######## sc_fifo_flagged ########
Fig. 1: sc_fifo_flagged, placed cells, one colour a class
The bar under the picture is 100 µm long. Fill, decap, tap and diode cells in grey.
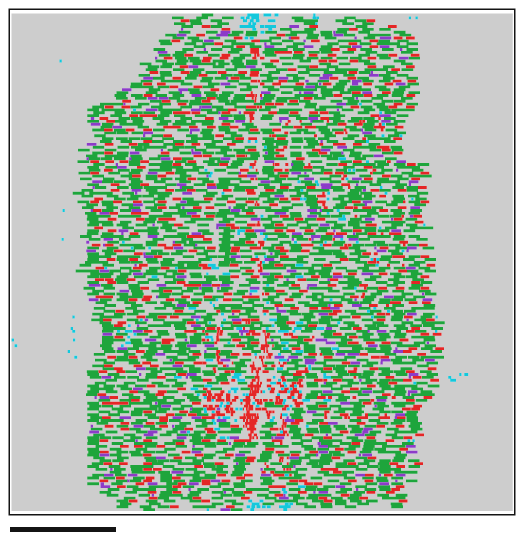

==> src/rtl/fifo_defs.vh <==
// Mode constants and width macros shared by the FIFO family (sc, dc, multi-channel).
`ifndef FIFO_DEFS_VH
`define FIFO_DEFS_VH
`define FIFO_SHOWAHEAD 1
`define FIFO_REGOUT 0
`define FIFO_USEDW_W(log2n) ((log2n) + 1)
`endif

==> src/rtl/sc_fifo_flagged_pkg.sv <==
// Shared types and helpers for the flagged single-clock FIFO.
`include "fifo_defs.vh"
package sc_fifo_flagged_pkg;
  localparam int MODE_SHOWAHEAD = `FIFO_SHOWAHEAD;
  localparam int MODE_REGOUT    = `FIFO_REGOUT;

  typedef struct packed {
    logic ovf;
    logic unf;
  } err_flags_t;

  function automatic bit levels_legal(int ae, int af, int n);
    return (ae >= 0) && (ae < af) && (af <= n);
  endfunction
endpackage

==> src/rtl/sc_fifo_ram.sv <==
// Simple dual-port RAM: synchronous write, async read or registered read (SYNC_RD).
module sc_fifo_ram #(
  parameter int AW      = 6,
  parameter int DW      = 32,
  parameter bit SYNC_RD = 1'b0
) (
  input  logic          clock,
  input  logic          aclr,
  input  logic          wr_en,
  input  logic [AW-1:0] wr_addr,
  input  logic [DW-1:0] wr_data,
  input  logic          rd_en,
  input  logic          rd_clr,
  input  logic [AW-1:0] rd_addr,
  output logic [DW-1:0] rd_data
);
  logic [DW-1:0] mem_q [1 << AW];

  // No reset on the array so it maps onto block RAM.
  always_ff @(posedge clock) begin
    if (wr_en) mem_q[wr_addr] <= wr_data;
  end

  if (SYNC_RD) begin : g_sync_rd
    logic [DW-1:0] rd_data_q, rd_data_d;

    always_comb begin
      rd_data_d = rd_data_q;
      if (rd_clr)     rd_data_d = '0;
      else if (rd_en) rd_data_d = mem_q[rd_addr];
    end

    always_ff @(posedge clock or posedge aclr) begin
      if (aclr) rd_data_q <= '0;
      else      rd_data_q <= rd_data_d;
    end

    assign rd_data = rd_data_q;
  end else begin : g_async_rd
    logic unused_rd_ctl;
    assign unused_rd_ctl = ^{aclr, rd_en, rd_clr};
    assign rd_data = mem_q[rd_addr];
  end
endmodule

==> src/rtl/sc_fifo_flagged.sv <==
// Single-clock FIFO with show-ahead/registered read, almost flags and sticky error flags.
`include "fifo_defs.vh"
module sc_fifo_flagged
  import sc_fifo_flagged_pkg::*;
#(
  parameter int LOG2N      = 6,
  parameter int DATA_WIDTH = 32,
  parameter int SHOWAHEAD  = MODE_SHOWAHEAD,
  parameter int AF_LEVEL   = (1 << LOG2N) - 2,
  parameter int AE_LEVEL   = 2
) (
  input  logic                    clock,
  input  logic                    aclr,
  input  logic                    sclr,
  input  logic [DATA_WIDTH-1:0]   data,
  input  logic                    wrreq,
  input  logic                    rdreq,
  output logic [DATA_WIDTH-1:0]   q,
  output logic [LOG2N:0]          usedw,
  output logic                    full,
  output logic                    empty,
  output logic                    almost_full,
  output logic                    almost_empty,
  output logic                    overflow,
  output logic                    underflow,
  input  logic                    err_clr
);
  localparam int N  = 1 << LOG2N;
  localparam int UW = `FIFO_USEDW_W(LOG2N);

  logic [UW-1:0] wr_ptr_q, wr_ptr_d, rd_ptr_q, rd_ptr_d;
  err_flags_t    err_q, err_d;
  logic          wr_acc, rd_acc;

  if (!levels_legal(AE_LEVEL, AF_LEVEL, N)) begin : g_bad_levels
    $error("sc_fifo_flagged: require 0 <= AE_LEVEL < AF_LEVEL <= N");
  end

  // Extra pointer bit makes wr-rd cover the full 0..N range without a separate counter.
  assign usedw        = wr_ptr_q - rd_ptr_q;
  assign full         = (usedw == UW'(N));
  assign empty        = (usedw == '0);
  assign almost_full  = (usedw >= UW'(AF_LEVEL));
  assign almost_empty = (usedw <= UW'(AE_LEVEL));
  assign overflow     = err_q.ovf;
  assign underflow    = err_q.unf;

  assign wr_acc = wrreq && !full  && !sclr;
  assign rd_acc = rdreq && !empty && !sclr;

  always_comb begin
    wr_ptr_d = wr_ptr_q;
    rd_ptr_d = rd_ptr_q;
    err_d    = err_q;
    if (sclr) begin
      wr_ptr_d = '0;
      rd_ptr_d = '0;
      err_d    = '0;
    end else begin
      if (wr_acc) wr_ptr_d = wr_ptr_q + UW'(1);
      if (rd_acc) rd_ptr_d = rd_ptr_q + UW'(1);
      // A fresh error in the same cycle as err_clr keeps the flag set.
      err_d.ovf = (wrreq && full)  || (err_q.ovf && !err_clr);
      err_d.unf = (rdreq && empty) || (err_q.unf && !err_clr);
    end
  end

  always_ff @(posedge clock or posedge aclr) begin
    if (aclr) begin
      wr_ptr_q <= '0;
      rd_ptr_q <= '0;
      err_q    <= '0;
    end else begin
      wr_ptr_q <= wr_ptr_d;
      rd_ptr_q <= rd_ptr_d;
      err_q    <= err_d;
    end
  end

  sc_fifo_ram #(
    .AW      (LOG2N),
    .DW      (DATA_WIDTH),
    .SYNC_RD (SHOWAHEAD == MODE_REGOUT)
  ) u_ram (
    .clock   (clock),
    .aclr    (aclr),
    .wr_en   (wr_acc),
    .wr_addr (wr_ptr_q[LOG2N-1:0]),
    .wr_data (data),
    .rd_en   (rd_acc),
    .rd_clr  (sclr),
    .rd_addr (rd_ptr_q[LOG2N-1:0]),
    .rd_data (q)
  );
endmodule

==> config.mk <==
export PLATFORM = sky130hd
export DESIGN_NAME = sc_fifo_flagged
export DESIGN_NICKNAME = d
export VERILOG_FILES = /design/src/rtl/sc_fifo_flagged_pkg.sv /design/src/rtl/sc_fifo_ram.sv /design/src/rtl/sc_fifo_flagged.sv
export VERILOG_INCLUDE_DIRS = /design/src /design/src/rtl
export SDC_FILE = /design/constraint.sdc
export NUM_CORES = 2
export LEC_CHECK = 0
export CORE_UTILIZATION = 35
export DETAILED_ROUTE_END_ITERATION = 16
export MAX_ROUTING_LAYER = met4
export PLACE_DENSITY = 0.58
export SYNTH_ARGS = -nofsm -noshare
export SYNTH_HDL_FRONTEND = slang
export SYNTH_SLANG_ARGS = --single-unit
==> constraint.sdc <==
create_clock -name clock -period 6.66 [get_ports clock]
set_clock_uncertainty 0.05 [all_clocks]
set_input_delay 1.998 -clock clock [delete_from_list [all_inputs] [get_ports clock]]
set_output_delay 1.998 -clock clock [all_outputs]
set_load 0.01 [all_outputs]
######## serial_subtractor ########
File: src/rtl/serial_subtractor_pkg.sv
// rtl/serial_subtractor_pkg.sv - shared state encoding and default width for serial_subtractor
package serial_subtractor_pkg;

  localparam int DEFAULT_WIDTH = 8;

  typedef enum logic [1:0] {
    IDLE = 2'd0,
    RUN  = 2'd1,
    DONE = 2'd2
  } state_t;

endpackage

File: src/rtl/full_subtractor.sv
// rtl/full_subtractor.sv - combinational one-bit full subtractor cell (a - b - bin)
module full_subtractor (
  input  logic a,
  input  logic b,
  input  logic bin,
  output logic d,
  output logic bout
);

  // Borrow when b exceeds a outright, or when a equals b and a borrow ripples in.
  always_comb begin
    d    = a ^ b ^ bin;
    bout = (~a & b) | (~(a ^ b) & bin);
  end

endmodule

File: src/rtl/serial_subtractor.sv
// rtl/serial_subtractor.sv - bit-serial LSB-first subtractor; SERIAL_SUBTRACTOR_SIGNED_EN adds signed overflow
module serial_subtractor
  import serial_subtractor_pkg::*;
#(
  parameter int WIDTH = DEFAULT_WIDTH
) (
  input  logic             clk,
  input  logic             rst_n,
  input  logic             in_valid,
  output logic             in_ready,
  input  logic [WIDTH-1:0] a,
  input  logic [WIDTH-1:0] b,
  output logic             out_valid,
  input  logic             out_ready,
  output logic [WIDTH-1:0] diff,
  output logic             borrow,
  output logic             overflow
);

  localparam int             CW   = $clog2(WIDTH) + 1;
  localparam logic [CW-1:0]  LAST = CW'(WIDTH - 1);

  state_t           state;
  logic [WIDTH-1:0] a_sr;
  logic [WIDTH-1:0] b_sr;
  // Holds the low WIDTH-1 result bits while running; the final bit joins at completion.
  logic [WIDTH-2:0] diff_sr;
  logic [CW-1:0]    cnt;
  logic             bin;
  logic             d_bit;
  logic             bout;

  full_subtractor u_fs (
    .a    (a_sr[0]),
    .b    (b_sr[0]),
    .bin  (bin),
    .d    (d_bit),
    .bout (bout)
  );

  // Handshakes come straight from the registered state, never from in_valid/out_ready.
  assign in_ready  = (state == IDLE);
  assign out_valid = (state == DONE);

  // Control FSM plus the serial datapath; diff/borrow only update when a result completes.
  always_ff @(posedge clk or negedge rst_n) begin
    if (!rst_n) begin
      state   <= IDLE;
      a_sr    <= '0;
      b_sr    <= '0;
      diff_sr <= '0;
      cnt     <= '0;
      bin     <= 1'b0;
      diff    <= '0;
      borrow  <= 1'b0;
    end else begin
      case (state)
        IDLE: begin
          if (in_valid) begin
            a_sr  <= a;
            b_sr  <= b;
            bin   <= 1'b0;
            cnt   <= '0;
            state <= RUN;
          end
        end
        RUN: begin
          a_sr    <= a_sr >> 1;
          b_sr    <= b_sr >> 1;
          diff_sr <= (WIDTH-1)'({d_bit, diff_sr} >> 1);
          bin     <= bout;
          cnt     <= cnt + CW'(1);
          if (cnt == LAST) begin
            diff   <= {d_bit, diff_sr};
            borrow <= bout;
            state  <= DONE;
          end
        end
        DONE: begin
          if (out_ready) begin
            state <= IDLE;
          end
        end
        default: state <= IDLE;
      endcase
    end
  end

`ifdef SERIAL_SUBTRACTOR_SIGNED_EN
  logic a_sign;
  logic b_sign;

  // Keep the operand signs (the shift registers lose them) and flag signed overflow at completion.
  always_ff @(posedge clk or negedge rst_n) begin
    if (!rst_n) begin
      a_sign   <= 1'b0;
      b_sign   <= 1'b0;
      overflow <= 1'b0;
    end else if (state == IDLE && in_valid) begin
      a_sign <= a[WIDTH-1];
      b_sign <= b[WIDTH-1];
    end else if (state == RUN && cnt == LAST) begin
      overflow <= (a_sign != b_sign) && (d_bit != a_sign);
    end
  end
`else
  assign overflow = 1'b0;
`endif

endmodule

File: config.mk
export PLATFORM = sky130hd
export DESIGN_NAME = serial_subtractor
export DESIGN_NICKNAME = d
export VERILOG_FILES = /design/src/rtl/serial_subtractor_pkg.sv /design/src/rtl/full_subtractor.sv /design/src/rtl/serial_subtractor.sv
export SDC_FILE = /design/constraint.sdc
export NUM_CORES = 1
export LEC_CHECK = 0
export ABC_CLOCK_PERIOD_IN_PS = 3100
export CAP_MARGIN = 20
export CORE_MARGIN = 1.5
export CORE_UTILIZATION = 45
export CTS_BUF_LIST = sky130_fd_sc_hd__clkbuf_8
export CTS_CLUSTER_SIZE = 10
export DETAILED_ROUTE_END_ITERATION = 7
export PLACE_DENSITY_LB_ADDON = 0.25
export REMOVE_ABC_BUFFERS = 1
export SLEW_MARGIN = 10
export SYNTH_ARGS = -nofsm -noshare
export SYNTH_HDL_FRONTEND = slang
export SYNTH_SLANG_ARGS = --single-unit
File: constraint.sdc
create_clock -name clk -period 3.1 [get_ports clk]
set_input_delay 0.93 -clock clk [delete_from_list [all_inputs] [get_ports clk]]
set_output_delay 0.93 -clock clk [all_outputs]
set_load 0.05 [all_outputs]
######## transport_down_arbiter ########
### src/rtl/transport_down_arbiter.sv
// Packet-granular round-robin arbiter sharing the PAICore downstream send port between
// a config stream (src0) and a work stream (src1). Optional packet counters: `FRAME_CNT_EN.
module transport_down_arbiter #(
    parameter int DATA_W        = 64,
    parameter int STALL_TIMEOUT = 1024,
    parameter int CNT_W         = 32
) (
    input  logic              s_axis_aclk,
    input  logic              s_axis_aresetn,
    input  logic              i_en,
    input  logic              i_clr_err,
    input  logic              s0_axis_tvalid,
    input  logic [DATA_W-1:0] s0_axis_tdata,
    input  logic              s0_axis_tlast,
    output logic              s0_axis_tready,
    input  logic              s1_axis_tvalid,
    input  logic [DATA_W-1:0] s1_axis_tdata,
    input  logic              s1_axis_tlast,
    output logic              s1_axis_tready,
    input  logic              i_send_available,
    output logic              o_send_valid,
    output logic [DATA_W-1:0] o_send_pdata,
    output logic [1:0]        o_grant,
    output logic              o_busy,
    output logic              o_tx_done,
    output logic              o_stall_err
`ifdef FRAME_CNT_EN
    ,
    output logic [CNT_W-1:0]  o_s0_pkt_cnt,
    output logic [CNT_W-1:0]  o_s1_pkt_cnt
`endif
);

    typedef enum logic {IDLE = 1'b0, LOCK = 1'b1} state_t;

    state_t      state_q, state_d;
    logic [1:0]  grant_q, grant_d;
    logic        last_served_q, last_served_d;   // 1: src1 was served most recently

    logic        lock;
    logic        sel_valid;
    logic        sel_last;
    logic [DATA_W-1:0] sel_data;
    logic        hs;
    logic        done;

    always_comb begin
        lock      = (state_q == LOCK);
        sel_valid = grant_q[1] ? s1_axis_tvalid : s0_axis_tvalid;
        sel_last  = grant_q[1] ? s1_axis_tlast  : s0_axis_tlast;
        sel_data  = grant_q[1] ? s1_axis_tdata  : s0_axis_tdata;
        hs        = lock && sel_valid && i_send_available;
        done      = hs && sel_last;
    end

    always_comb begin
        state_d       = state_q;
        grant_d       = grant_q;
        last_served_d = last_served_q;
        if (state_q == IDLE) begin
            if (i_en && (s0_axis_tvalid || s1_axis_tvalid)) begin
                state_d = LOCK;
                if (s0_axis_tvalid && s1_axis_tvalid)
                    grant_d = last_served_q ? 2'b01 : 2'b10;
                else
                    grant_d = s0_axis_tvalid ? 2'b01 : 2'b10;
            end
        end else begin
            if (done) begin
                state_d       = IDLE;
                grant_d       = 2'b00;
                last_served_d = grant_q[1];
            end
        end
    end

    always_ff @(posedge s_axis_aclk or negedge s_axis_aresetn) begin
        if (!s_axis_aresetn) begin
            state_q       <= IDLE;
            grant_q       <= 2'b00;
            last_served_q <= 1'b1;
        end else begin
            state_q       <= state_d;
            grant_q       <= grant_d;
            last_served_q <= last_served_d;
        end
    end

    // Zero-latency data path; pdata forced to 0 outside LOCK so nothing leaks downstream.
    assign o_send_valid   = lock && sel_valid;
    assign o_send_pdata   = lock ? sel_data : '0;
    assign s0_axis_tready = lock && grant_q[0] && i_send_available;
    assign s1_axis_tready = lock && grant_q[1] && i_send_available;
    assign o_grant        = grant_q;
    assign o_busy         = lock;
    assign o_tx_done      = done;

    generate
        if (STALL_TIMEOUT > 0) begin : g_watchdog
            localparam int SW = $clog2(STALL_TIMEOUT + 1);
            localparam logic [SW-1:0] STALL_MAX = SW'(STALL_TIMEOUT);

            logic [SW-1:0] stall_q, stall_d;
            logic          err_q, err_d;

            always_comb begin
                stall_d = '0;
                if (lock && !hs)
                    stall_d = (stall_q == STALL_MAX) ? stall_q : stall_q + 1'b1;
                err_d = err_q;
                if (i_clr_err)
                    err_d = 1'b0;
                if (stall_d == STALL_MAX)
                    err_d = 1'b1;
            end

            always_ff @(posedge s_axis_aclk or negedge s_axis_aresetn) begin
                if (!s_axis_aresetn) begin
                    stall_q <= '0;
                    err_q   <= 1'b0;
                end else begin
                    stall_q <= stall_d;
                    err_q   <= err_d;
                end
            end

            assign o_stall_err = err_q;
        end else begin : g_no_watchdog
            assign o_stall_err = 1'b0;
        end
    endgenerate

`ifdef FRAME_CNT_EN
    logic [CNT_W-1:0] s0_cnt_q, s0_cnt_d;
    logic [CNT_W-1:0] s1_cnt_q, s1_cnt_d;

    always_comb begin
        s0_cnt_d = s0_cnt_q;
        s1_cnt_d = s1_cnt_q;
        if (done && grant_q[0]) s0_cnt_d = s0_cnt_q + 1'b1;
        if (done && grant_q[1]) s1_cnt_d = s1_cnt_q + 1'b1;
    end

    always_ff @(posedge s_axis_aclk or negedge s_axis_aresetn) begin
        if (!s_axis_aresetn) begin
            s0_cnt_q <= '0;
            s1_cnt_q <= '0;
        end else begin
            s0_cnt_q <= s0_cnt_d;
            s1_cnt_q <= s1_cnt_d;
        end
    end

    assign o_s0_pkt_cnt = s0_cnt_q;
    assign o_s1_pkt_cnt = s1_cnt_q;
`endif

endmodule

### config.mk
export PLATFORM = sky130hd
export DESIGN_NAME = transport_down_arbiter
export DESIGN_NICKNAME = d
export VERILOG_FILES = /design/src/rtl/transport_down_arbiter.sv
export SDC_FILE = /design/constraint.sdc
export NUM_CORES = 1
export LEC_CHECK = 0
export ABC_CLOCK_PERIOD_IN_PS = 2910
export CAP_MARGIN = 20
export CORE_MARGIN = 10
export CORE_UTILIZATION = 33
export CTS_CLUSTER_DIAMETER = 120
export DETAILED_ROUTE_END_ITERATION = 12
export PLACE_DENSITY = 0.95
export SYNTH_ARGS = -nofsm -noshare
export SYNTH_HDL_FRONTEND = slang
export SYNTH_SLANG_ARGS = --single-unit
### constraint.sdc
create_clock -name s_axis_aclk -period 2.91 [get_ports s_axis_aclk]
set_input_delay 0.582 -clock s_axis_aclk [delete_from_list [all_inputs] [get_ports s_axis_aclk]]
set_output_delay 0.582 -clock s_axis_aclk [all_outputs]
set_load 0.05 [all_outputs]
Fig. 2: transport_down_arbiter, wiring heat map
20 x 20 tiles, from black (low) to pale yellow (high), scaled to the fullest tile. Values are wire area over tile area, all layers added.
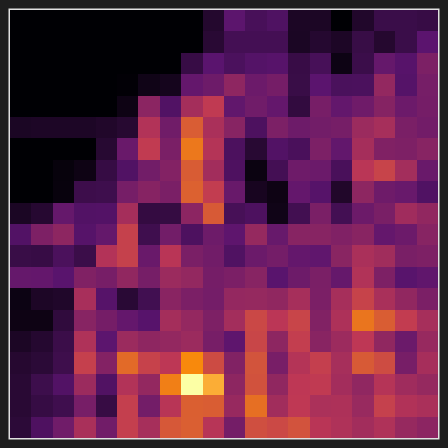
nearly empty tiles: 12%
emptiest ninth of the die: north-west
fullest tile: 0.74
tiles over half the peak: 12%
mean over tiles: 0.21
wire length reported by the detailed router: 12.41 mm
overall global routing resource usage: 23.67%

==> run notes, transport_down_arbiter <==
• **multi-input combinational cell area** 1600 µm²
• **setup slack after placement** 0.5716 ns
• **number of flip-flops and latches** 16
• **number of unique standard cell types used by synthesis** 39
• **mux contribution to synthesized area** 33.02%
• **insertion delay of the later-clocked pin in the worst-skew pair** 0.25 ns
• **clock tree buffer depth** 2
• **chip height** 99.77 µm
• **H-tree levels** 1
• **slew at the pin closest to its max-slew limit** 0.7501 ns
• **synthesis-to-layout area growth** 138.7%
• **number of multi-input combinational cells** 206
• **number of cells on the worst reg-to-reg path** 7
• **number of global-route vias before repair** 2865
• **Seq group** 0.000419 W
• **global-route met1 utilization** 21.68%
• **count of endpoints failing hold in the final timing report** 0
• **post-synthesis sequential area ratio** 19.13%
• **total instance count after detailed placement** 518
• **routability congestion estimate from global placement** 0.9255
• **cell internal pwr** 0.002313 W
• **outcome** finished clean
• **AND/OR/NAND/NOR Cells, Area Fraction** 31.23%
• **unrepaired setup endpoints after global routing** false
• **clock tree buffer count of the final layout** 4
• **cts bufs inserted** 3
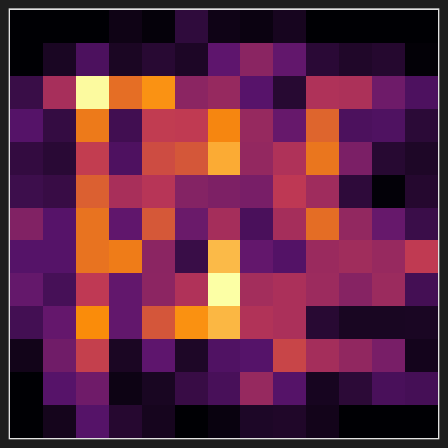
Fig. 3. Wiring heat map (serial_subtractor).
13 x 13 tiles, from black (low) to pale yellow (high), scaled to the fullest tile. Values are wire area over tile area, all layers added.
tiles over half the peak: 18%
nearly empty tiles: 10%
densest ninth of the die: centre
mean over tiles: 0.12

==> run notes, serial_subtractor <==
• **outcome** finished clean
• **pin count of the biggest net entering global routing** 40
• **violation count after the first detailed-route iteration** 49
• **number of unique standard cell types used by synthesis** 27
• **largest registers ranked by flip-flop count** a_sr x8, b_sr x8, diff x8
• **relative slew slack** 43.62%
• **setup fix buffers added after clock tree synthesis** 0
• **share of total power in sequential cells** 40.8%
• **Area leader share** 57.69%
• **Chip Area** 4136 µm²
• **First-pass DRT Iterations** 4
• **number of multi-input combinational cells** 105
• **Logic family by area** simple AND/OR/NAND/NOR gates
• **count of filler cells inserted in the layout** 340
• **total instance count after detailed placement** 228
• **count of non-CTS buffers in the layout** 32
• **number of cells on the worst reg-to-reg path** 3
• **met1 layer wirelength in the final routing** 1.296 mm
• **post-synthesis sequential area ratio** 57.69%
• **final setup violation count** 0
• **Pre-Place Util** 46.56%
• **Critical Path Start** state[1]
• **Post-CTS Hold Buffers** 0
• **fraction of layout instances using a drive strength above 1** 11.70%
• **slew at the pin closest to its max-slew limit** 0.8457 ns
• **GRT Max-Usage Layer** met2
• **critical path buffer and inverter count** 1
• **insertion delay of the later-clocked pin in the worst-skew pair** 0.29 ns
• **Synth top cell by count** sky130_fd_sc_hd__nand2_1
• **average cell area after synthesis** 10.77 µm²
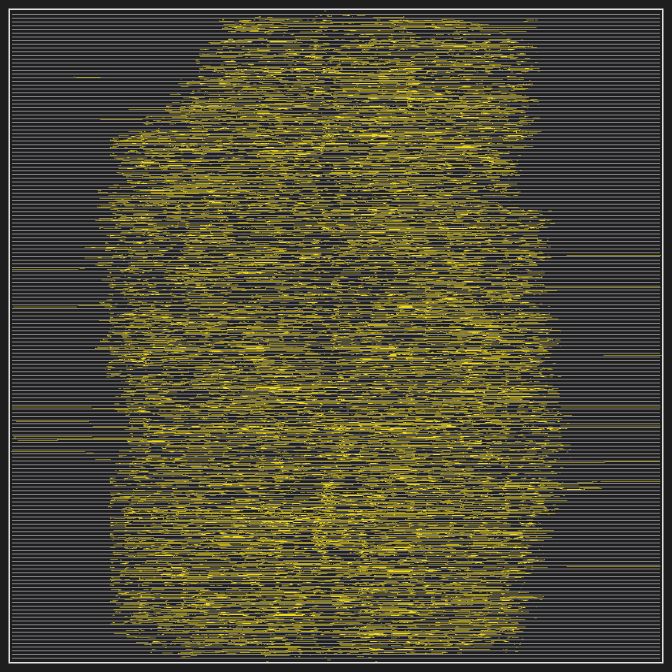
Fig. 4. Met1 routing (sc_fifo_flagged).
Supply wires on this layer in grey.
nets with wire on the layer: 3535
wire length on this layer: 82.5 mm

Notes on Fig. 1 above:
[green] sequential cells | cells: 2064
[red] combinational and other logic | cells: 1027
[purple] clock drivers and dummy loads | cells: 351
[cyan] remaining buffers and delay cells | cells: 268

==> run notes, sc_fifo_flagged <==
• **highest metal layer with signal wires** met4
• **post-synthesis async set-or-reset flop share** 0.7752%
• **multi-input combinational cell area** 16650 µm²
• **met1 layer wirelength in the final routing** 82.53 mm
• **outcome** finished clean
• **arrival time of the worst setup path** 4.45 ns
• **slew at the pin closest to its max-slew limit** 1.296 ns
• **Switching Power** 0.007517 W
• **area share of xor/xnor cells in the synthesized design** 0.1428%
• **Area leader share** 78.00%
• **Min-Delay Endpoint** rd_ptr_q[6]
• **max-slew violation count** 0
• **H-tree levels** 4
• **wire length of the first global-routing pass** 286.4 mm
• **total combinational power** 0.00535 W
• **kind of end point of the critical path** output pin
• **violation count after the first detailed-route iteration** 3965
• **share of power burned in combinational logic** 17.6%
• **area of all placed cells without fillers** 90850 µm²
• **highest-count cells in the layout ignoring fill and taps** sky130_fd_sc_hd__edfxtp_1 (2048), sky130_fd_sc_hd__mux4_2 (604), sky130_fd_sc_hd__clkbuf_16 (197)
• **OpenROAD warning count** 30
• **wire length reported by the detailed router** 202.3 mm
• **met2 layer usage reported by global route** 29.62%
• **Synth top cell by count** sky130_fd_sc_hd__edfxtp_1
• **count of endpoints failing hold in the final timing report** 0
• **final cycle utilization of the critical path** 97.54%
• **count of filler cells inserted in the layout** 19340
• **length of routed met2 wiring** 102.3 mm

######## beat_sequencer ########
--- src/rtl/beat_sequencer.sv ---
// Beat sequencer: turns the asynchronous tempo clock into one-cycle beat ticks
// and steps the song ROM address, with play/pause, restart and loop-or-stop.
//
// state | meaning
// IDLE  | parked at beat 0, waiting for play
// PLAY  | advancing ibeat on every tempo tick
// PAUSE | ibeat frozen, tempo ticks ignored
// DONE  | end of song reached with looping off; waits for restart
module beat_sequencer #(
    parameter int ADDR_W    = 9,
    parameter int LAST_BEAT = 511
) (
    input  logic              clk,
    input  logic              rst,
    input  logic              play_clk,
    input  logic              play,
    input  logic              restart,
    input  logic              loop_en,
    output logic [ADDR_W-1:0] ibeat,
    output logic              beat_tick,
    output logic              playing,
    output logic              done
);

    typedef enum logic [1:0] {IDLE, PLAY, PAUSE, DONE} state_t;

    localparam logic [ADDR_W-1:0] LAST = ADDR_W'(LAST_BEAT);

    state_t            state;
    state_t            state_nxt;
    logic [ADDR_W-1:0] ibeat_nxt;
    logic              beat_tick_nxt;
    logic              s0;
    logic              s1;
    logic              s2;
    logic              tick;

    // s0/s1 resolve metastability; s2 is only the edge-detect history.
    always_ff @(posedge clk or negedge rst) begin
        if (!rst) begin
            s0 <= 1'b0;
            s1 <= 1'b0;
            s2 <= 1'b0;
        end else begin
            s0 <= play_clk;
            s1 <= s0;
            s2 <= s1;
        end
    end

    assign tick = s1 & ~s2;

    always_ff @(posedge clk or negedge rst) begin
        if (!rst) begin
            state     <= IDLE;
            ibeat     <= '0;
            beat_tick <= 1'b0;
            playing   <= 1'b0;
            done      <= 1'b0;
        end else begin
            state     <= state_nxt;
            ibeat     <= ibeat_nxt;
            beat_tick <= beat_tick_nxt;
            playing   <= (state_nxt == PLAY);
            done      <= (state_nxt == DONE);
        end
    end

    always_comb begin
        state_nxt     = state;
        ibeat_nxt     = ibeat;
        beat_tick_nxt = 1'b0;
        if (restart) begin
            state_nxt = IDLE;
            ibeat_nxt = '0;
        end else begin
            unique case (state)
                IDLE: begin
                    ibeat_nxt = '0;
                    if (play) state_nxt = PLAY;
                end
                // A pause request beats a tick arriving in the same cycle.
                PLAY: begin
                    if (!play) begin
                        state_nxt = PAUSE;
                    end else if (tick) begin
                        if (ibeat != LAST) begin
                            ibeat_nxt     = ibeat + ADDR_W'(1);
                            beat_tick_nxt = 1'b1;
                        end else if (loop_en) begin
                            ibeat_nxt     = '0;
                            beat_tick_nxt = 1'b1;
                        end else begin
                            state_nxt = DONE;
                        end
                    end
                end
                PAUSE: begin
                    if (play) state_nxt = PLAY;
                end
                DONE: begin
                    ibeat_nxt = LAST;
                end
                default: begin
                    state_nxt = IDLE;
                    ibeat_nxt = '0;
                end
            endcase
        end
    end

endmodule

--- config.mk ---
export PLATFORM = sky130hd
export DESIGN_NAME = beat_sequencer
export DESIGN_NICKNAME = d
export VERILOG_FILES = /design/src/rtl/beat_sequencer.sv
export SDC_FILE = /design/constraint.sdc
export NUM_CORES = 1
export LEC_CHECK = 0
export CAP_MARGIN = 25
export CORE_ASPECT_RATIO = 1.2
export CORE_MARGIN = 2
export CORE_UTILIZATION = 52
export DETAILED_ROUTE_END_ITERATION = 8
export PLACE_DENSITY_LB_ADDON = 0.2
export SLEW_MARGIN = 20
export SYNTH_ARGS = -nofsm -noshare
export SYNTH_HDL_FRONTEND = slang
export SYNTH_SLANG_ARGS = --single-unit
export TNS_END_PERCENT = 30
--- constraint.sdc ---
create_clock -name clk -period 4.55 [get_ports clk]
set_clock_uncertainty 0.1 [all_clocks]
set_input_delay 0.6825 -clock clk [delete_from_list [all_inputs] [get_ports clk]]
set_output_delay 0.6825 -clock clk [all_outputs]
set_load 0.02 [all_outputs]
######## controle_divisor ########
<file path="src/rtl/divisor_pkg.sv">
// Shared types and constants for the shift-subtract divider controller.
package divisor_pkg;

   typedef enum logic [1:0] {
      IDLE = 2'd0,
      CALC = 2'd1,
      DONE = 2'd2
   } state_t;

   localparam logic OWN_A = 1'b0;
   localparam logic OWN_B = 1'b1;

   localparam int DEF_WIDTH = 16;

endpackage

</file>
<file path="src/rtl/divisor_passo.sv">
// One restoring-division iteration: shift the next dividend bit into the
// partial remainder and subtract the divisor when it fits.
module divisor_passo #(
   parameter int WIDTH = 16
) (
   input  logic [WIDTH:0]   r_i,
   input  logic [WIDTH-1:0] q_i,
   input  logic [WIDTH-1:0] d_i,
   output logic [WIDTH:0]   r_o,
   output logic [WIDTH-1:0] q_o
);

   logic [WIDTH:0] t;
   logic [WIDTH:0] d_ext;
   logic           fits;
   // The partial remainder always stays below the divisor, so its MSB never feeds the shift.
   logic           r_msb_unused;

   assign r_msb_unused = r_i[WIDTH];
   assign t            = {r_i[WIDTH-1:0], q_i[WIDTH-1]};
   assign d_ext        = {1'b0, d_i};
   assign fits         = (t >= d_ext);
   assign q_o          = {q_i[WIDTH-2:0], fits};
   assign r_o          = fits ? (t - d_ext) : t;

endmodule

</file>
<file path="src/rtl/controle_divisor.sv">
// Round-robin arbiter and sequencer for the shared shift-subtract divider.
//
// state | meaning
// IDLE  | waiting for a request; grant is combinational here
// CALC  | one restoring iteration per cycle, WIDTH cycles
// DONE  | one-cycle done pulse to the owner
module controle_divisor
   import divisor_pkg::*;
#(
   parameter int WIDTH = DEF_WIDTH
) (
   input  logic             clk,
   input  logic             rst_n,
   input  logic             req_a,
   input  logic             req_b,
   input  logic [WIDTH-1:0] dividendo_a,
   input  logic [WIDTH-1:0] divisor_a,
   input  logic [WIDTH-1:0] dividendo_b,
   input  logic [WIDTH-1:0] divisor_b,
   output logic             gnt_a,
   output logic             gnt_b,
   output logic             done_a,
   output logic             done_b,
   output logic [WIDTH-1:0] saida,
   output logic [WIDTH-1:0] saidaResto,
   output logic             div_zero,
   output logic             busy
);

   localparam int CNT_W = (WIDTH > 2) ? $clog2(WIDTH) : 1;

   state_t             state_q, state_d;
   logic               owner_q, owner_d;
   logic               last_q, last_d;
   logic [WIDTH:0]     r_q, r_d;
   logic [WIDTH-1:0]   q_q, q_d;
   logic [WIDTH-1:0]   d_q, d_d;
   logic [CNT_W-1:0]   cnt_q, cnt_d;
   logic [WIDTH-1:0]   saida_q, saida_d;
   logic [WIDTH-1:0]   resto_q, resto_d;
   logic               dz_q, dz_d;
   logic               done_a_q, done_b_q, busy_q;

   logic               req_any;
   logic               sel;
   logic [WIDTH-1:0]   op_dvd, op_dvs;
   logic [WIDTH:0]     r_n;
   logic [WIDTH-1:0]   q_n;

   assign req_any = req_a | req_b;

   // With both requesting, the side not granted last wins.
   always_comb begin
      sel = OWN_A;
      if (req_a && req_b) begin
         sel = (last_q == OWN_A) ? OWN_B : OWN_A;
      end else if (req_b) begin
         sel = OWN_B;
      end
   end

   assign op_dvd = (sel == OWN_B) ? dividendo_b : dividendo_a;
   assign op_dvs = (sel == OWN_B) ? divisor_b   : divisor_a;

   // Grant is masked by reset so every output reads 0 while rst_n is low.
   assign gnt_a = rst_n && (state_q == IDLE) && req_any && (sel == OWN_A);
   assign gnt_b = rst_n && (state_q == IDLE) && req_any && (sel == OWN_B);

   divisor_passo #(.WIDTH(WIDTH)) u_passo (
      .r_i (r_q),
      .q_i (q_q),
      .d_i (d_q),
      .r_o (r_n),
      .q_o (q_n)
   );

   always_comb begin
      state_d = state_q;
      owner_d = owner_q;
      last_d  = last_q;
      r_d     = r_q;
      q_d     = q_q;
      d_d     = d_q;
      cnt_d   = cnt_q;
      saida_d = saida_q;
      resto_d = resto_q;
      dz_d    = dz_q;
      case (state_q)
         IDLE: begin
            if (req_any) begin
               owner_d = sel;
               last_d  = sel;
               r_d     = '0;
               q_d     = op_dvd;
               d_d     = op_dvs;
               cnt_d   = CNT_W'(WIDTH - 1);
               if (op_dvs == '0) begin
                  saida_d = '1;
                  resto_d = op_dvd;
                  dz_d    = 1'b1;
                  state_d = DONE;
               end else begin
                  state_d = CALC;
               end
            end
         end
         CALC: begin
            r_d   = r_n;
            q_d   = q_n;
            cnt_d = cnt_q - 1'b1;
            if (cnt_q == '0) begin
               saida_d = q_n;
               resto_d = r_n[WIDTH-1:0];
               dz_d    = 1'b0;
               state_d = DONE;
            end
         end
         DONE: begin
            state_d = IDLE;
         end
         default: begin
            state_d = IDLE;
         end
      endcase
   end

   always_ff @(posedge clk or negedge rst_n) begin
      if (!rst_n) begin
         state_q  <= IDLE;
         owner_q  <= OWN_A;
         last_q   <= OWN_B;
         r_q      <= '0;
         q_q      <= '0;
         d_q      <= '0;
         cnt_q    <= '0;
         saida_q  <= '0;
         resto_q  <= '0;
         dz_q     <= 1'b0;
         done_a_q <= 1'b0;
         done_b_q <= 1'b0;
         busy_q   <= 1'b0;
      end else begin
         state_q  <= state_d;
         owner_q  <= owner_d;
         last_q   <= last_d;
         r_q      <= r_d;
         q_q      <= q_d;
         d_q      <= d_d;
         cnt_q    <= cnt_d;
         saida_q  <= saida_d;
         resto_q  <= resto_d;
         dz_q     <= dz_d;
         done_a_q <= (state_d == DONE) && (owner_d == OWN_A);
         done_b_q <= (state_d == DONE) && (owner_d == OWN_B);
         busy_q   <= (state_d != IDLE);
      end
   end

   assign done_a     = done_a_q;
   assign done_b     = done_b_q;
   assign saida      = saida_q;
   assign saidaResto = resto_q;
   assign div_zero   = dz_q;
   assign busy       = busy_q;

endmodule
</file>
<file path="config.mk">
export PLATFORM = sky130hd
export DESIGN_NAME = controle_divisor
export DESIGN_NICKNAME = d
export VERILOG_FILES = /design/src/rtl/divisor_pkg.sv /design/src/rtl/divisor_passo.sv /design/src/rtl/controle_divisor.sv
export SDC_FILE = /design/constraint.sdc
export NUM_CORES = 1
export LEC_CHECK = 0
export CORE_ASPECT_RATIO = 2
export CORE_MARGIN = 5
export CORE_UTILIZATION = 51
export DETAILED_ROUTE_END_ITERATION = 7
export GPL_TIMING_DRIVEN = 0
export PLACE_DENSITY = 0.76
export RECOVER_POWER = 50
export REMOVE_ABC_BUFFERS = 1
export SYNTH_ARGS = -nofsm -noshare
export SYNTH_HDL_FRONTEND = slang
export SYNTH_SLANG_ARGS = --single-unit
</file>
<file path="constraint.sdc">
create_clock -name clk -period 2.95 [get_ports clk]
set_input_delay 0.59 -clock clk [delete_from_list [all_inputs] [get_ports clk]]
set_output_delay 0.59 -clock clk [all_outputs]
set_load 0.01 [all_outputs]
</file>
Fig. 5: controle_divisor, wiring heat map
16 x 30 tiles, from black (low) to pale yellow (high), scaled to the fullest tile. Values are wire area over tile area, all layers added.
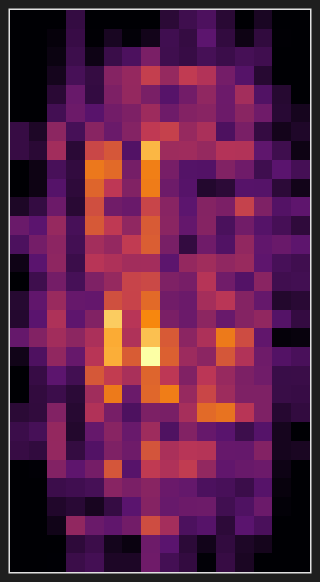
nearly empty tiles: 13%
densest ninth of the die: centre
tiles over half the peak: 11%
fullest tile: 0.75
mean over tiles: 0.20

==> run notes, controle_divisor <==
• **cell type with the largest total area** sky130_fd_sc_hd__dfrtp_1
• **summed instance area of the synthesized netlist** 4907 µm²
• **number of multi-input combinational cells** 406
• **outcome** finished, violations left
• **multi-input combinational cell area** 2646 µm²
• **pin count of the biggest net entering global routing** 61
• **fraction of layout instances using a drive strength above 1** 10.20%
• **final setup violation count** 2
• **switching share of power** 41.56%
• **yosys cell count** 549
• **post-route worst setup slack** -0.01350 ns
• **met1 layer wirelength in the final routing** 5.171 mm
• **violations in the final reports** negative setup slack
• **well tap count** 104
• **highest-count cells in the layout ignoring fill and taps** sky130_fd_sc_hd__nand2_1 (119), sky130_fd_sc_hd__clkdlybuf4s50_1 (102), sky130_fd_sc_hd__dfrtp_1 (90)
• **slew at the pin closest to its max-slew limit** 1.463 ns
• **Chip Area** 11800 µm²
• **Min Hold Slack** 0.1787 ns
• **critical path buffer and inverter count** 3
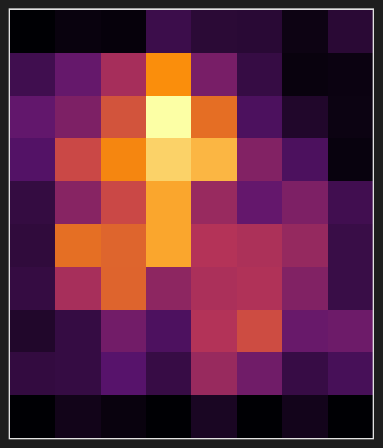
Fig. 6. Wiring heat map (beat_sequencer).
8 x 10 tiles, from black (low) to pale yellow (high), scaled to the fullest tile. Values are wire area over tile area, all layers added.
nearly empty tiles: 7.5%
densest ninth of the die: centre
emptiest ninth of the die: north-east
tiles over half the peak: 19%
mean over tiles: 0.14

==> run notes, beat_sequencer <==
• **outcome** finished clean
• **First-pass DRT Iterations** 4
• **logic gate fraction of the total cell area** 39.63%
• **origin of the worst min-delay path** s0
• **# rows** 16
• **Clock Pin Slew Worst Setup and Hold Paths** 0.09 ns
• **number of multi-input combinational cells** 70
• **adder-cell share of the synthesized area** 2.903%
• **chip width** 41.17 µm
• **Final ANT Viol Nets** 0
• **fraction of layout instances using a drive strength above 1** 5.505%
• **flip-flop and latch count after synthesis** 17
• **Max Cap Viol** 0
• **Critical Path Start** ibeat[0]
• **cts bufs inserted** 3
• **GRT Max-Usage Layer** met2
• **synthesis-to-layout area growth** 24.53%

## Gallery

Placed cells, one colour a class.
panel A
The bar under the picture is 20 µm long. Fill, decap, tap and diode cells in grey.
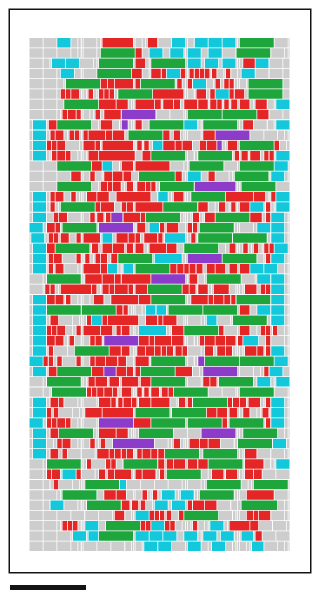
panel B
The bar under the picture is 10 µm long. Fill, decap, tap and diode cells in grey.
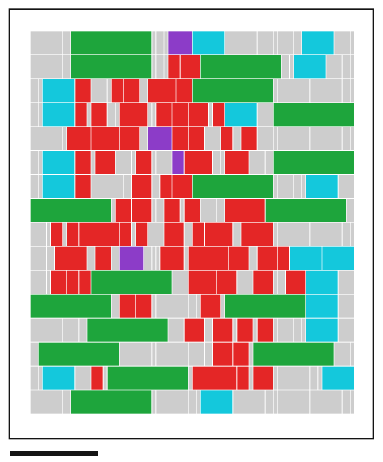
| from | picture |
|---|---|
| controle_divisor | panel A |
| beat_sequencer | panel B |


######## mul32_shift_add ########
Fig. 7: mul32_shift_add, placed standard cells
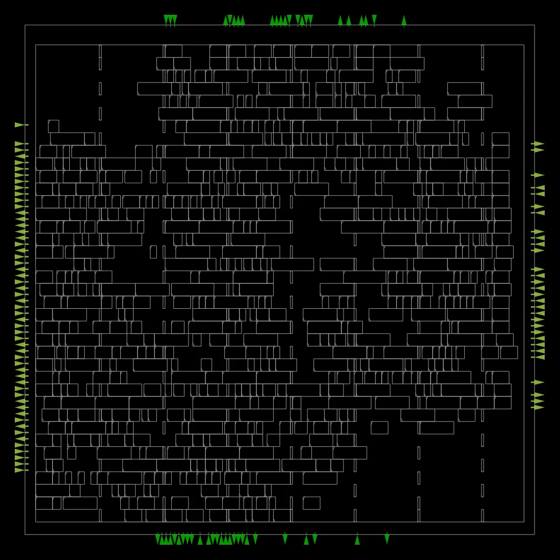

## src/rtl/mul32_pkg.sv

```systemverilog
// Shared constants and FSM state encoding for the shift-and-add multiplier.
package mul32_pkg;
    localparam int WIDTH = 32;
    localparam int CNT_W = 6;

    typedef enum logic [1:0] {
        IDLE = 2'd0,
        RUN  = 2'd1,
        DONE = 2'd2
    } state_t;
endpackage

```

## src/rtl/fulladder32.sv

```systemverilog
// 32-bit ripple-carry adder, purely combinational: S = A + B + Pin, Pout = carry out.
module fulladder32 (
    input  logic [31:0] A,
    input  logic [31:0] B,
    input  logic        Pin,
    output logic [31:0] S,
    output logic        Pout
);
    logic [32:0] carry;

    assign carry[0] = Pin;

    for (genvar i = 0; i < 32; i++) begin : g_bit
        assign S[i]       = A[i] ^ B[i] ^ carry[i];
        assign carry[i+1] = (A[i] & B[i]) | (carry[i] & (A[i] ^ B[i]));
    end

    assign Pout = carry[32];
endmodule

```

## src/rtl/mul32_shift_add.sv

```systemverilog
// Sequential unsigned 32x32->64 multiplier, one add-and-shift per clock; done 32 clocks after an accepted start.
// start is ignored while busy; build option MUL32_ZERO_BYPASS_EN finishes zero-operand jobs in one clock.
module mul32_shift_add #(
    parameter int WIDTH = mul32_pkg::WIDTH,
    parameter int CNT_W = mul32_pkg::CNT_W
) (
    input  logic               clk,
    input  logic               rst,
    input  logic               start,
    input  logic [WIDTH-1:0]   a,
    input  logic [WIDTH-1:0]   b,
    output logic               busy,
    output logic               done,
    output logic [2*WIDTH-1:0] product
);
    import mul32_pkg::*;

    if (WIDTH != 32) begin : g_bad_width
        $error("mul32_shift_add: WIDTH must equal the adder width (32)");
    end
    if ((1 << CNT_W) <= WIDTH) begin : g_bad_cnt
        $error("mul32_shift_add: CNT_W too narrow to count WIDTH iterations");
    end

    state_t             state;
    state_t             state_nxt;
    logic               accept;
    logic               zero_op;
    logic [WIDTH-1:0]   mcand;
    logic [2*WIDTH-1:0] p;
    logic [CNT_W-1:0]   cnt;

    logic [WIDTH-1:0]   add_a;
    logic [WIDTH-1:0]   add_b;
    logic [WIDTH-1:0]   add_s;
    logic               add_c;

    // Upper half accumulates; lower half holds the not-yet-consumed multiplier bits.
    assign add_a = p[2*WIDTH-1:WIDTH];
    assign add_b = p[0] ? mcand : '0;

    fulladder32 u_add (
        .A    (add_a),
        .B    (add_b),
        .Pin  (1'b0),
        .S    (add_s),
        .Pout (add_c)
    );

`ifdef MUL32_ZERO_BYPASS_EN
    assign zero_op = (a == '0) || (b == '0);
`else
    assign zero_op = 1'b0;
`endif

    always_comb begin
        state_nxt = state;
        accept    = 1'b0;
        case (state)
            IDLE: accept = start;
            RUN: begin
                if (cnt == CNT_W'(WIDTH - 1)) begin
                    state_nxt = DONE;
                end
            end
            DONE: begin
                accept    = start;
                state_nxt = IDLE;
            end
            default: state_nxt = IDLE;
        endcase
        if (accept) begin
            state_nxt = zero_op ? DONE : RUN;
        end
    end

    always_ff @(posedge clk) begin
        if (rst) begin
            state <= IDLE;
            mcand <= '0;
            p     <= '0;
            cnt   <= '0;
        end else begin
            state <= state_nxt;
            if (accept) begin
                mcand <= a;
                p     <= zero_op ? '0 : {{WIDTH{1'b0}}, b};
                cnt   <= '0;
            end else if (state == RUN) begin
                // 65-bit {carry, sum, low bits} shifted right by one.
                p   <= {add_c, add_s, p[WIDTH-1:1]};
                cnt <= cnt + 1'b1;
            end
        end
    end

    assign busy    = (state == RUN);
    assign done    = (state == DONE);
    assign product = p;
endmodule
```

## config.mk

```make
export PLATFORM = sky130hd
export DESIGN_NAME = mul32_shift_add
export DESIGN_NICKNAME = d
export VERILOG_FILES = /design/src/rtl/mul32_pkg.sv /design/src/rtl/fulladder32.sv /design/src/rtl/mul32_shift_add.sv
export SDC_FILE = /design/constraint.sdc
export NUM_CORES = 1
export LEC_CHECK = 0
export CAP_MARGIN = 20
export CORE_MARGIN = 2
export CORE_UTILIZATION = 42
export CTS_CLUSTER_DIAMETER = 100
export DETAILED_ROUTE_END_ITERATION = 6
export GPL_ROUTABILITY_DRIVEN = 0
export PLACE_DENSITY = 0.81
export SLEW_MARGIN = 20
export SYNTH_ARGS = -nofsm -noshare
export SYNTH_HDL_FRONTEND = slang
export SYNTH_SLANG_ARGS = --single-unit
```

## constraint.sdc

```tcl
create_clock -name clk -period 17.55 [get_ports clk]
set_input_delay 4.3875 -clock clk [delete_from_list [all_inputs] [get_ports clk]]
set_output_delay 4.3875 -clock clk [all_outputs]
set_load 0.05 [all_outputs]
```

######## scorekeeper ########
<file path="config.mk">
export PLATFORM = sky130hd
export DESIGN_NAME = scorekeeper
export DESIGN_NICKNAME = d
export VERILOG_FILES = /design/src/rtl/scorekeeper.sv
export SDC_FILE = /design/constraint.sdc
export NUM_CORES = 1
export LEC_CHECK = 0
export ABC_AREA = 0
export CORE_MARGIN = 3
export CORE_UTILIZATION = 51
export DETAILED_ROUTE_END_ITERATION = 10
export HOLD_SLACK_MARGIN = 0.1
export PLACE_DENSITY_LB_ADDON = 0.05
export SYNTH_ARGS = -nofsm -noshare
export SYNTH_HDL_FRONTEND = slang
export SYNTH_SLANG_ARGS = --single-unit
</file>
<file path="constraint.sdc">
create_clock -name clk -period 2.85 [get_ports clk]
set_clock_uncertainty 0.05 [all_clocks]
set_input_delay 0.285 -clock clk [delete_from_list [all_inputs] [get_ports clk]]
set_output_delay 0.285 -clock clk [all_outputs]
set_load 0.03 [all_outputs]
</file>
<file path="src/rtl/scorekeeper.sv">
`default_nettype none
// ============================================================================
// Module   : scorekeeper
// Brief    : Breakout-style score, lives and serve sequencing for a scoreboard.
// Revision : 1.0
// ============================================================================
module scorekeeper #(
    parameter int START_LIVES  = 3,
    parameter int SERVE_FRAMES = 60,
    parameter int BONUS_TENS   = 5
) (
    input  logic       clk,
    input  logic       reset,
    input  logic       frame,
    input  logic       new_game,
    input  logic       brick_hit,
    input  logic       ball_lost,
    output logic [3:0] score0,
    output logic [3:0] score1,
    output logic [3:0] lives,
    output logic       playing,
    output logic       game_over,
    output logic       serve
);

    localparam logic [3:0] c_START_LIVES  = 4'(START_LIVES);
    localparam logic [3:0] c_BONUS_TENS   = 4'(BONUS_TENS);
    localparam logic [7:0] c_SERVE_FRAMES = 8'(SERVE_FRAMES);

    typedef enum logic [1:0] {
        S_IDLE  = 2'd0,
        S_SERVE = 2'd1,
        S_PLAY  = 2'd2,
        S_OVER  = 2'd3
    } state_t;

    state_t     state_q, state_d;
    logic [3:0] score0_q, score0_d;
    logic [3:0] score1_q, score1_d;
    logic [3:0] lives_q, lives_d;
    logic       bonus_q, bonus_d;
    logic [7:0] cnt_q, cnt_d;
    logic       serve_q, serve_d;
    logic       playing_q, over_q;

    always_ff @(posedge clk) begin
        if (!reset) begin
            state_q   <= S_IDLE;
            score0_q  <= 4'd0;
            score1_q  <= 4'd0;
            lives_q   <= c_START_LIVES;
            bonus_q   <= 1'b0;
            cnt_q     <= 8'd0;
            serve_q   <= 1'b0;
            playing_q <= 1'b0;
            over_q    <= 1'b0;
        end else begin
            state_q   <= state_d;
            score0_q  <= score0_d;
            score1_q  <= score1_d;
            lives_q   <= lives_d;
            bonus_q   <= bonus_d;
            cnt_q     <= cnt_d;
            serve_q   <= serve_d;
            playing_q <= (state_d == S_PLAY);
            over_q    <= (state_d == S_OVER);
        end
    end

    always_comb begin
        state_d  = state_q;
        score0_d = score0_q;
        score1_d = score1_q;
        lives_d  = lives_q;
        bonus_d  = bonus_q;
        cnt_d    = cnt_q;
        serve_d  = 1'b0;

        case (state_q)
            S_IDLE, S_OVER: begin
                if (new_game) begin
                    score0_d = 4'd0;
                    score1_d = 4'd0;
                    lives_d  = c_START_LIVES;
                    bonus_d  = 1'b0;
                    cnt_d    = 8'd0;
                    state_d  = S_SERVE;
                end
            end
            S_SERVE: begin
                if (frame) begin
                    if (cnt_q + 8'd1 == c_SERVE_FRAMES) begin
                        serve_d = 1'b1;
                        cnt_d   = 8'd0;
                        state_d = S_PLAY;
                    end else begin
                        cnt_d = cnt_q + 8'd1;
                    end
                end
            end
            S_PLAY: begin
                // The point (and any bonus) lands first; a same-cycle ball loss
                // then acts on the updated life count.
                if (brick_hit && !(score1_q == 4'd9 && score0_q == 4'd9)) begin
                    if (score0_q == 4'd9) begin
                        score0_d = 4'd0;
                        score1_d = score1_q + 4'd1;
                    end else begin
                        score0_d = score0_q + 4'd1;
                    end
                    if (score0_d == 4'd0 && score1_d == c_BONUS_TENS && !bonus_q) begin
                        bonus_d = 1'b1;
                        if (lives_q != 4'd9) begin
                            lives_d = lives_q + 4'd1;
                        end
                    end
                end
                if (ball_lost) begin
                    if (lives_d > 4'd1) begin
                        lives_d = lives_d - 4'd1;
                        state_d = S_SERVE;
                    end else begin
                        lives_d = 4'd0;
                        state_d = S_OVER;
                    end
                end
            end
            default: state_d = S_IDLE;
        endcase
    end

    assign score0    = score0_q;
    assign score1    = score1_q;
    assign lives     = lives_q;
    assign playing   = playing_q;
    assign game_over = over_q;
    assign serve     = serve_q;

endmodule
`default_nettype wire
</file>
Fig. 8: mul32_shift_add, met1 routing
Supply wires on this layer in grey.
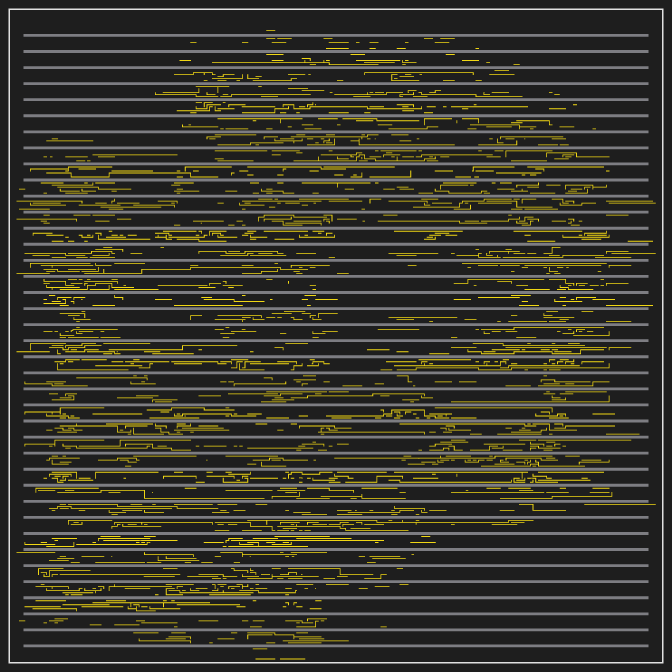
main direction: horizontal
nets with wire on the layer: 670
wire length on this layer: 4900 µm
global-route met1 utilization: 25.38%
wire length reported by the detailed router: 11.75 mm
number of vias after detailed routing: 4228

Notes on Fig. 7 above:
number of flip-flops and latches: 104
# rows: 38
final cell utilization of the core: 58.14%
filler-free cell count of the finished design: 815

==> run notes, mul32_shift_add <==
• **slew at the pin closest to its max-slew limit** 0.9841 ns
• **vias per cell** 5.188
• **total leakage power** 2.332 nW
• **relative slew slack** 34.30%
• **most frequent CP cell** sky130_fd_sc_hd__fa_1
• **number of placed I/O pins** 133
• **post-synthesis sequential area ratio** 43.80%
• **fraction of layout instances using a drive strength above 1** 3.704%
• **flop share of the area** 32.75%
• **GRT Max-Usage Layer** met2
• **number of ordinary inverters in the final layout** 12
• **count of non-CTS buffers in the layout** 135
• **Post-route DRC** 0
• **logic gate fraction of the total cell area** 38.04%
• **outcome** finished clean
• **kind of end point of the critical path** flip-flop
• **wire length of the first global-routing pass** 19.55 mm
• **layout net count** 770
• **biggest fanout along the worst timing path** 34
• **count of endpoints failing hold in the final timing report** 0
• **multi-input combinational cell area** 2419 µm²
• **length of routed met2 wiring** 5.667 mm
• **Seq group** 0.000259 W
• **highest-count cells in the layout ignoring fill and taps** sky130_fd_sc_hd__nand2_1 (186), sky130_fd_sc_hd__clkdlybuf4s50_1 (132), sky130_fd_sc_hd__dfxtp_1 (104)
• **Min-Delay Path Depth** 2
• **AND/OR/NAND/NOR Cells, Area Fraction** 21.16%
• **endpoint of the worst setup timing path** product[62]
• **adder-cell share of the synthesized area** 13.58%
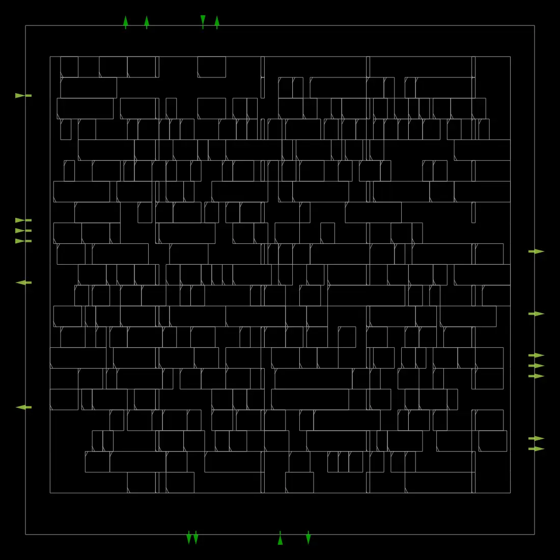
Fig. 9. Placed standard cells (scorekeeper).
area of the core region: 3442 µm²
well tap count: 46
number of flip-flops and latches: 26
# rows: 21

==> run notes, scorekeeper <==
• **global-route met1 utilization** 28.06%
• **kind of end point of the critical path** flip-flop
• **Final ANT Viol Nets** 0
• **post-route worst setup slack** 0.1760 ns
• **Top area cell types** sky130_fd_sc_hd__dfxtp_1 (28%), sky130_fd_sc_hd__ha_1 (6.0%), sky130_fd_sc_hd__nand2_1 (4.6%), sky130_fd_sc_hd__nor2_1 (4.4%), sky130_fd_sc_hd__a21oi_1 (3.7%)
• **clock tree buffer depth** 2
• **number of port buffers** 20
• **Worst path max stage delay** 0.40 ns
• **outcome** finished clean
• **Synth top cell by count** sky130_fd_sc_hd__dfxtp_1
• **Critical Path Start** score0[1]
• **initial antenna violation count** 0
• **total leakage power** 0.8403 nW
• **cts bufs inserted** 3
• **category of cells accounting for the largest share of critical-path delay** simple AND/OR/NAND/NOR gates
• **origin of the worst min-delay path** cnt_q[6]
• **Commonest Layout Cell** sky130_fd_sc_hd__nand2_1
• **area share of xor/xnor cells in the synthesized design** 2.335%
• **count of filler cells inserted in the layout** 304
• **cell type with the largest total area** sky130_fd_sc_hd__dfxtp_1
• **routed length on met3** 172 µm
• **chain of cells forming the critical path** and4bb_4 > nand4b_4 > a2111oi_4 > and2_4 > mux2_4 > ha_1 > inv_1 > a32oi_2 > a41oi_2 > nor2b_1
• **yosys cell count** 230
• **maximum vdd ir drop** 384.7 µV
• **insertion delay of the later-clocked pin in the worst-skew pair** 0.27 ns
• **sequential cell area in the final layout** 529.3 µm²
• **flip-flop and latch count after synthesis** 26
• **number of placed I/O pins** 21
• **clock tree buffer count of the final layout** 3
• **area of all placed cells without fillers** 2225 µm²

==> gallery <==
Placed cells, one colour a class.
The bar under the picture is 20 µm long. Fill, decap, tap and diode cells in grey.
image #1
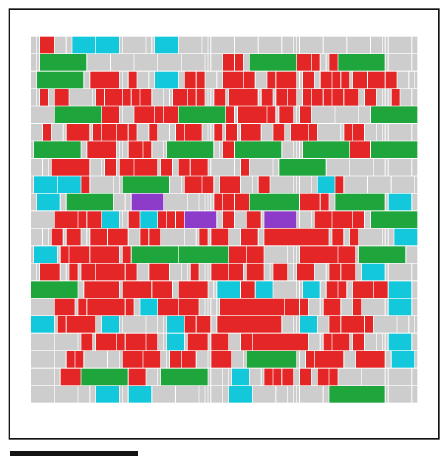
image #2
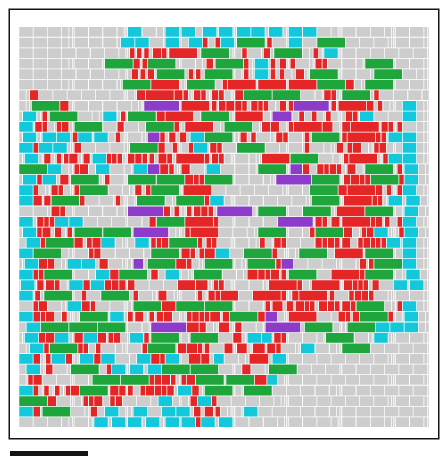
- most cells: image #2
- largest die: image #2
- mul32_shift_add = image #2
- scorekeeper = image #1

Key to image #1:
[cyan] remaining buffers and delay cells | cells: 31
[red] combinational and other logic | cells: 197
[green] sequential cells | cells: 26
[purple] clock drivers | cells: 3



==> notes/layouts.md <==
Pictures saved along the way, in no particular order.

Routed metal, one colour a layer.
(a)
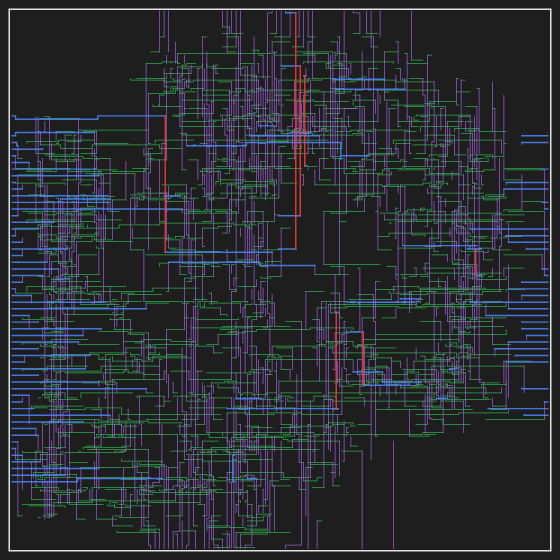
(b)
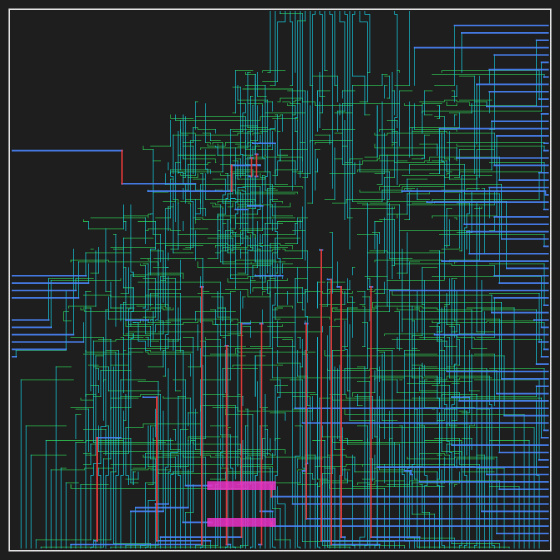
(c)
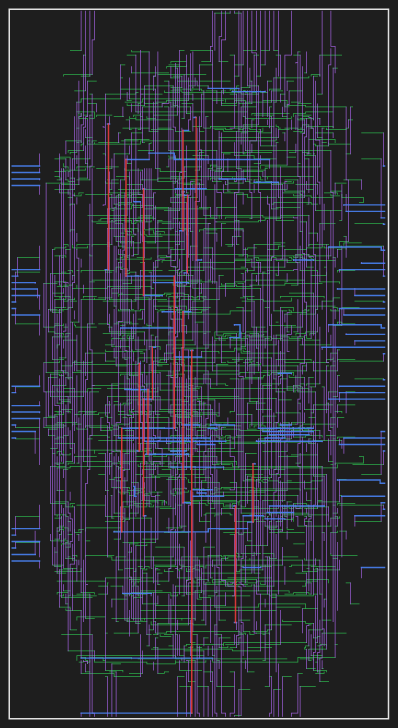
(d)
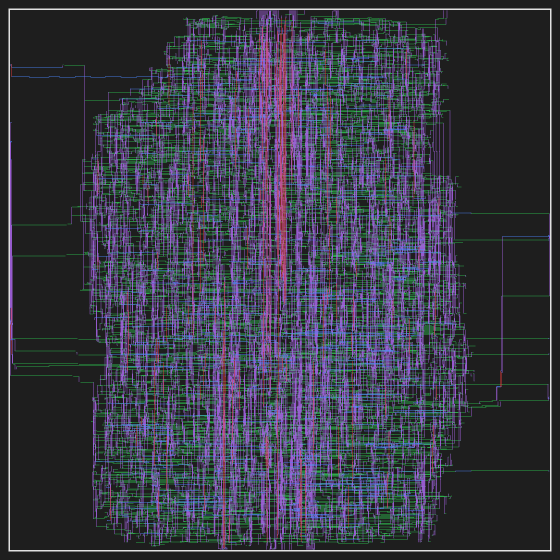
(e)
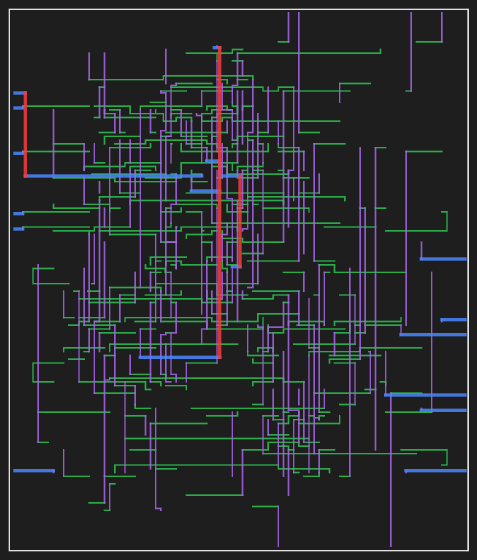
(f)
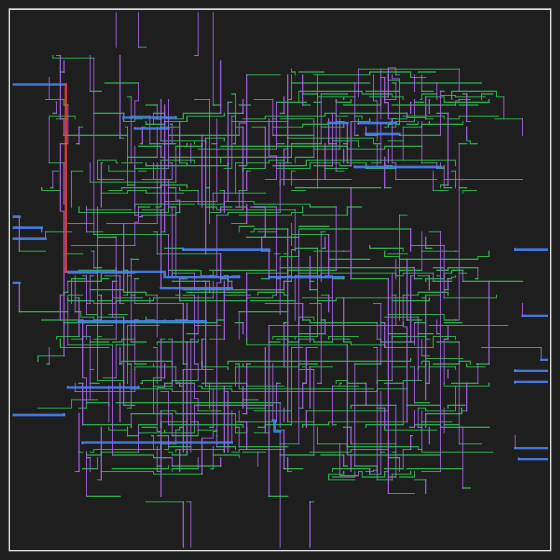
(f) -> scorekeeper
(b) -> transport_down_arbiter
(a) -> mul32_shift_add
(e) -> beat_sequencer
(c) -> controle_divisor
(d) -> sc_fifo_flagged
- most wire: (d)
- least wire: (e)

Power and IR drop assume default switching activity.
